==================== design 1
design_1/closeup.png
Region (131, 214) to (181, 264) µm. Cells in gray, sequential cells in the stronger gray; small squares are vias.
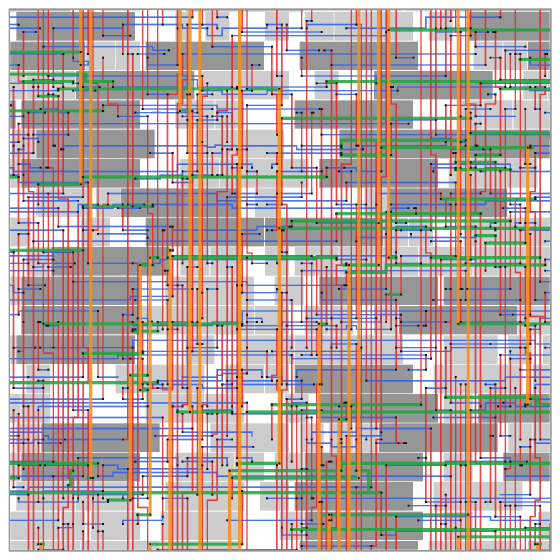

File: src/rtl/register_file_staged.sv
// 32-entry MIPS register file with a one-entry write staging register.
// Define REGFILE_BYPASS_EN to forward incoming and staged writes onto the read ports.
module register_file_staged #(
  parameter int DATA_WIDTH = 32,
  parameter int ADDR_WIDTH = 5
) (
  input  logic                  clk,
  input  logic                  reset,
  input  logic                  we,
  input  logic [ADDR_WIDTH-1:0] wa,
  input  logic [DATA_WIDTH-1:0] wd,
  input  logic [ADDR_WIDTH-1:0] ra1,
  input  logic [ADDR_WIDTH-1:0] ra2,
  output logic [DATA_WIDTH-1:0] rd1,
  output logic [DATA_WIDTH-1:0] rd2,
  output logic                  pending
);

  localparam int unsigned DEPTH = 2 ** ADDR_WIDTH;

  logic [DATA_WIDTH-1:0] regs_q [DEPTH];

  logic                  stg_valid_q, stg_valid_d;
  logic [ADDR_WIDTH-1:0] stg_addr_q,  stg_addr_d;
  logic [DATA_WIDTH-1:0] stg_data_q,  stg_data_d;

  // Writes to register 0 are dropped here, so a valid stage never targets it.
  always_comb begin
    stg_valid_d = we && (wa != '0);
    stg_addr_d  = stg_addr_q;
    stg_data_d  = stg_data_q;
    if (stg_valid_d) begin
      stg_addr_d = wa;
      stg_data_d = wd;
    end
  end

  always_ff @(posedge clk) begin
    if (reset) begin
      stg_valid_q <= 1'b0;
      stg_addr_q  <= '0;
      stg_data_q  <= '0;
      for (int unsigned i = 0; i < DEPTH; i++) begin
        regs_q[i] <= '0;
      end
    end else begin
      stg_valid_q <= stg_valid_d;
      stg_addr_q  <= stg_addr_d;
      stg_data_q  <= stg_data_d;
      if (stg_valid_q) begin
        regs_q[stg_addr_q] <= stg_data_q;
      end
    end
  end

  assign pending = stg_valid_q;

  always_comb begin
    rd1 = regs_q[ra1];
`ifdef REGFILE_BYPASS_EN
    if (stg_valid_q && (stg_addr_q == ra1)) rd1 = stg_data_q;
    if (we && (wa == ra1))                  rd1 = wd;
`endif
    if (ra1 == '0) rd1 = '0;
  end

  always_comb begin
    rd2 = regs_q[ra2];
`ifdef REGFILE_BYPASS_EN
    if (stg_valid_q && (stg_addr_q == ra2)) rd2 = stg_data_q;
    if (we && (wa == ra2))                  rd2 = wd;
`endif
    if (ra2 == '0) rd2 = '0;
  end

endmodule

File: config.mk
export PLATFORM = sky130hd
export DESIGN_NAME = register_file_staged
export DESIGN_NICKNAME = d
export VERILOG_FILES = /design/src/rtl/register_file_staged.sv
export SDC_FILE = /design/constraint.sdc
export NUM_CORES = 2
export LEC_CHECK = 0
export ABC_CLOCK_PERIOD_IN_PS = 2650
export CAP_MARGIN = 20
export CORE_ASPECT_RATIO = 1.1
export CORE_MARGIN = 5
export CORE_UTILIZATION = 56
export CTS_BUF_LIST = sky130_fd_sc_hd__clkbuf_2 sky130_fd_sc_hd__clkbuf_4 sky130_fd_sc_hd__clkbuf_8
export DETAILED_ROUTE_END_ITERATION = 10
export GPL_TIMING_DRIVEN = 1
export PLACE_DENSITY_LB_ADDON = 0.3
export SLEW_MARGIN = 40
export SYNTH_ARGS = -nofsm -noshare
export SYNTH_HDL_FRONTEND = slang
export SYNTH_SLANG_ARGS = --single-unit
File: constraint.sdc
create_clock -name clk -period 2.65 [get_ports clk]
set_input_delay 0.53 -clock clk [delete_from_list [all_inputs] [get_ports clk]]
set_output_delay 0.53 -clock clk [all_outputs]
set_load 0.1 [all_outputs]
==================== design 2
==> src/rtl/operand_entry_ctrl.sv <==
// Button-driven sequencer for the hex adder's 2-slot operand memory (A then B, then show sum).
// Define DEBOUNCE_EN to include the per-button debounce filter; without it the synchronized level is used directly.
module operand_entry_ctrl #(
   parameter int DEBOUNCE_CYCLES = 500000,
   parameter int CNT_W           = 20,
   parameter int CLEAR_CYCLES    = 2
) (
   input  logic       clock,
   input  logic       reset,
   input  logic       enterBtn,
   input  logic       clearBtn,
   output logic       selector,
   output logic       activate,
   output logic       memReset,
   output logic       sumValid,
   output logic [2:0] stage
);

   localparam logic [2:0] WAIT_A  = 3'd0;
   localparam logic [2:0] WRITE_A = 3'd1;
   localparam logic [2:0] WAIT_B  = 3'd2;
   localparam logic [2:0] WRITE_B = 3'd3;
   localparam logic [2:0] SHOW    = 3'd4;
   localparam logic [2:0] CLEAR   = 3'd5;

   localparam int CW = (CLEAR_CYCLES > 1) ? $clog2(CLEAR_CYCLES) : 1;
   localparam logic [CW-1:0] CLEAR_LAST = CW'(CLEAR_CYCLES - 1);

   // Bit 0 carries the enter button, bit 1 the clear button.
   logic [1:0] btn;
   logic [1:0] sync1;
   logic [1:0] sync2;
   logic [1:0] lvl;
   logic [1:0] lvl_d;
   logic [1:0] pulse;
   logic       enter_p;
   logic       clear_p;

   assign btn = {clearBtn, enterBtn};

   always_ff @(posedge clock or negedge reset) begin
      if (!reset) begin
         sync1 <= '1;
         sync2 <= '1;
      end else begin
         sync1 <= btn;
         sync2 <= sync1;
      end
   end

`ifdef DEBOUNCE_EN
   localparam logic [CNT_W-1:0] CNT_LAST = CNT_W'(DEBOUNCE_CYCLES - 1);

   logic [CNT_W-1:0] db_cnt [2];
   logic [1:0]       filt;

   // Any cycle where the synchronized level agrees with the filtered one restarts the count.
   always_ff @(posedge clock or negedge reset) begin
      if (!reset) begin
         filt      <= '1;
         db_cnt[0] <= '0;
         db_cnt[1] <= '0;
      end else begin
         for (int i = 0; i < 2; i++) begin
            if (sync2[i] == filt[i]) begin
               db_cnt[i] <= '0;
            end else if (db_cnt[i] == CNT_LAST) begin
               filt[i]   <= sync2[i];
               db_cnt[i] <= '0;
            end else begin
               db_cnt[i] <= db_cnt[i] + CNT_W'(1);
            end
         end
      end
   end

   assign lvl = filt;
`else
   // Debounce sizing only matters to the filtered build; the mask below is constant all-ones.
   localparam bit DB_CFG_OK = (DEBOUNCE_CYCLES > 0) && (CNT_W > 0);
   assign lvl = sync2 & {2{DB_CFG_OK | 1'b1}};
`endif

   // Registered falling-edge detect: one pulse per accepted press, none while held.
   always_ff @(posedge clock or negedge reset) begin
      if (!reset) begin
         lvl_d <= '1;
         pulse <= '0;
      end else begin
         lvl_d <= lvl;
         pulse <= lvl_d & ~lvl;
      end
   end

   assign enter_p = pulse[0];
   assign clear_p = pulse[1];

   logic [2:0]    state;
   logic [2:0]    state_nx;
   logic [CW-1:0] clr_cnt;
   logic [CW-1:0] clr_cnt_nx;

   // Clear wins over a same-cycle enter; enter seen during a WRITE state is dropped.
   always_comb begin
      state_nx   = state;
      clr_cnt_nx = '0;
      if (clear_p) begin
         state_nx = CLEAR;
      end else begin
         case (state)
            CLEAR: begin
               if (clr_cnt == CLEAR_LAST) state_nx = WAIT_A;
               else clr_cnt_nx = clr_cnt + CW'(1);
            end
            WAIT_A:  if (enter_p) state_nx = WRITE_A;
            WRITE_A: state_nx = WAIT_B;
            WAIT_B:  if (enter_p) state_nx = WRITE_B;
            WRITE_B: state_nx = SHOW;
            SHOW:    if (enter_p) state_nx = WAIT_A;
            default: state_nx = CLEAR;
         endcase
      end
   end

   // Outputs are decoded from the next state so they change on the same edge as the state.
   always_ff @(posedge clock or negedge reset) begin
      if (!reset) begin
         state    <= CLEAR;
         clr_cnt  <= '0;
         selector <= 1'b0;
         activate <= 1'b1;
         memReset <= 1'b0;
         sumValid <= 1'b0;
      end else begin
         state    <= state_nx;
         clr_cnt  <= clr_cnt_nx;
         selector <= (state_nx == WAIT_B) || (state_nx == WRITE_B) || (state_nx == SHOW);
         activate <= !((state_nx == WRITE_A) || (state_nx == WRITE_B));
         memReset <= (state_nx != CLEAR);
         sumValid <= (state_nx == SHOW);
      end
   end

   assign stage = state;

endmodule

==> config.mk <==
export PLATFORM = sky130hd
export DESIGN_NAME = operand_entry_ctrl
export DESIGN_NICKNAME = d
export VERILOG_FILES = /design/src/rtl/operand_entry_ctrl.sv
export SDC_FILE = /design/constraint.sdc
export NUM_CORES = 1
export LEC_CHECK = 0
export CORE_AREA = 2 2 54 43
export DETAILED_ROUTE_END_ITERATION = 6
export DIE_AREA = 0 0 56 45
export PLACE_DENSITY = 0.52
export SKIP_LAST_GASP = 1
export SLEW_MARGIN = 10
export SYNTH_ARGS = -nofsm -noshare
export SYNTH_HDL_FRONTEND = slang
export SYNTH_SLANG_ARGS = --single-unit
==> constraint.sdc <==
create_clock -name clock -period 1.1 [get_ports clock]
set_clock_uncertainty 0.1 [all_clocks]
set_input_delay 0.11 -clock clock [delete_from_list [all_inputs] [get_ports clock]]
set_output_delay 0.11 -clock clock [all_outputs]
set_load 0.02 [all_outputs]

==> gallery <==
Supply network.
Plate I
Drawn at 1.5 px/µm. Pins as bars on the die edge.
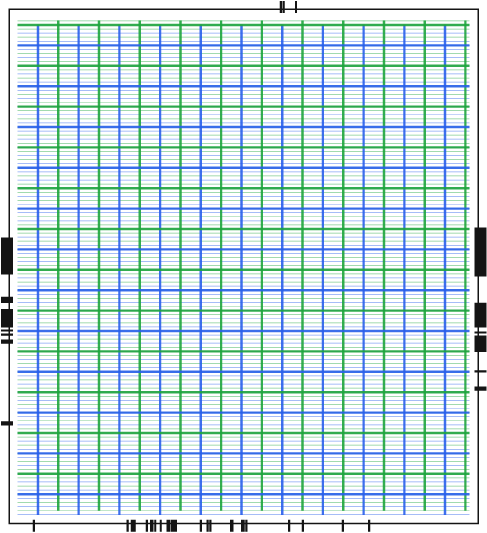
Plate II
Drawn at 8 px/µm. Pins as bars on the die edge.
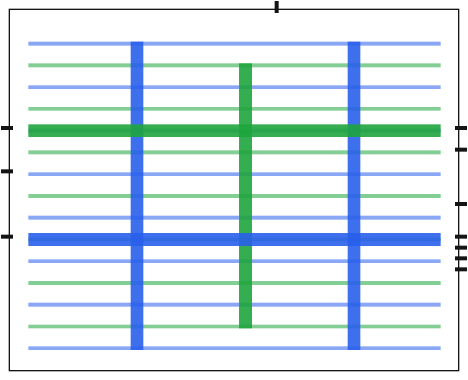
- design 1 = Plate I
- design 2 = Plate II
Of these, largest die: Plate I

Key to Plate II:
net	color
VSS	blue
VDD	green
met1 rails	15
signal pins	11
rows	14
met5 straps	2
met4 straps	3

design_2/ff_map.png
Drawn at 6 px/µm. Other sequential cells in the stronger gray, the rest of the logic in the fainter gray.
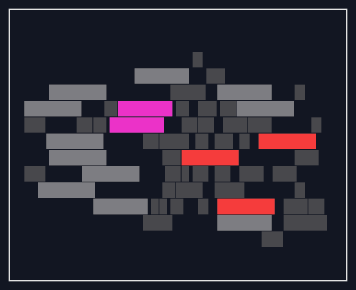
signal	color	sequential cells
pulse	magenta	2
stage	red	3
not colored	11

==> flow_metrics.py, design 2 <==
# Flow results
metrics = {
    "die": {
        "die_w_um": 56,
    },
    "global_route": {
        "first_global_vias": 337,
        "global_route.peak_usage_layer": "met2",
    },
    "layout": {
        "largest_register_ff_count": 3,
    },
    "clock_network": {
        "cts_made_buffers": 3,
        "post-cts-setup-buffers": 0,
    },
    "status": {
        "status": "complete, but fails checks",
        "violations": "negative setup slack",
    },
    "synth": {
        "yosys-stat-area_um2": 574,
        "area_leaders": "sky130_fd_sc_hd__dfstp_2, sky130_fd_sc_hd__dfrtp_1, sky130_fd_sc_hd__buf_6",
        "compound_area_share_pct": 8.28,
    },
    "worst_setup_path": {
        "setup.reg_to_reg.worst_slack_ns": -0.06,
        "crit_path_launch": "stage[0]",
        "critPathArrivalTime_ns": 0.96,
    },
    "final_timing": {
        "fin_ws_ns": -0.0716,
        "setup-violations-final": 8,
        "shortest_period_the_worst_path_allows_ns": 1.17,
    },
    "routing": {
        "post-route-drc-count": 0,
        "wl_met3_um": 87,
        "wl_met2_um": 395,
    },
}
design 2: area by class of cell:
class | instances | area, µm² | share of cell area, %
Sequential cell | 16 | 413 | 50.8
Multi-Input combinational cell | 22 | 173 | 21.3
Timing Repair Buffer | 17 | 160 | 19.7
Clock buffer | 4 | 36.3 | 4.47
Tap cell | 24 | 30.0 | 3.70
design 2: power breakdown:
group / internal, mW / switching (mW) / leakage, nW
clock network: 0.201 / 0.175 / 0.0210
registers: 0.767 / 0.0731 / 0.183
logic: 0.463 / 0.461 / 0.156
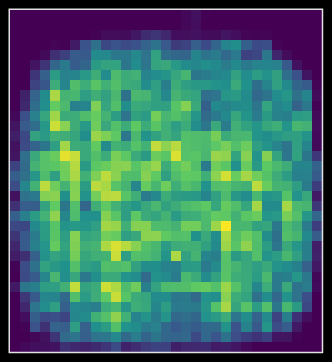
design_1/route_heat.png
Drawn at 1 px/µm. 31 x 34 tiles, from dark purple (low) to yellow (high), scaled to the fullest tile. Values are wire area over tile area, all layers added.
tiles over half the peak	50%
fullest tile	0.69
densest ninth of the die	center
nearly empty tiles	12%
mean over tiles	0.31
final routed wire length divided by cell count: 32.5 µm
routed vias: 39100
total detailed-routing wirelength: 187 mm
overall global routing resource usage: 34.6%

Notes on design_1/closeup.png above:
layer	color
M2	red
M1	blue
M4	orange
M3	green
netlist names of flops here include	regs_q (34)
cells with their middle in the window	123
sequential cells in the window	34
most frequent	edfxtp_1 (34), and2_1 (33), buf_4 (16)

==> flow_metrics.py, design 1 <==
# Flow results
metrics = {
    "layout": {
        "drive_gt1_share_pct": 38.2,
        "final-comb-area_mm2": 0.0255,
    },
    "placement": {
        "buffer_ports.inserted": 114,
        "placed_area_mm2": 0.0644,
        "detailed_place_hpwl_mm": 122,
        "post_place_setup_slack_ns": -0.962,
    },
    "worst_setup_path": {
        "r2r_start": "stg_addr_q[4]",
    },
    "synth": {
        "netlist.top_cell.by_area": "sky130_fd_sc_hd__edfxtp_1",
        "asyncSetResetFlopFracSynth_pct": 0,
    },
    "final_timing": {
        "fin_ws_ns": -0.759,
        "setup-violations-final": 64,
        "maxSlewViolCount": 0,
    },
    "job": {
        "max_cap_violations": 0,
    },
    "status": {
        "violations": "negative setup slack",
        "status": "complete, but fails checks",
    },
    "pwr": {
        "p_seq_share_pct": 47.2,
    },
    "clock_network": {
        "cts_made_buffers": 174,
    },
    "routing": {
        "drt_pass1_iterations": 5,
    },
}
## design 1: routing by layer
layer | part of all wire (%) | global-route usage [%] | up-vias
met5 | 0 | 0 | -
met4 | 6.6 | 19.0 | 0
met3 | 12 | 7.64 | 600
met2 | 47 | 54.9 | 3083
met1 | 35 | 44.9 | 19700
li1 | - | - | 15700
## design 1: sequential cells by signal, summed over array words and instances (netlist names)
register / cells
stg_data_q: 32
regs_q: 1024
stg_addr_q: 5
pending: 1
## design 1: what timing repair did
action	CTS	global route
gates cloned	2	1
pin swaps	121	24
buffers inserted	43	25
endpoints found under the setup margin	64	64
resized	174	57


==> screenshots <==
Placement view.
image #1
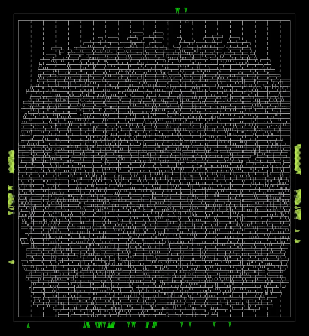
image #2
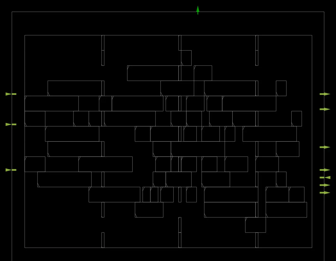
Image #1 is design 1.
Image #2 is design 2.
The one with the most sequential cells is image #1.

Power figures rest on the tool's default switching activity, not on a simulated workload.
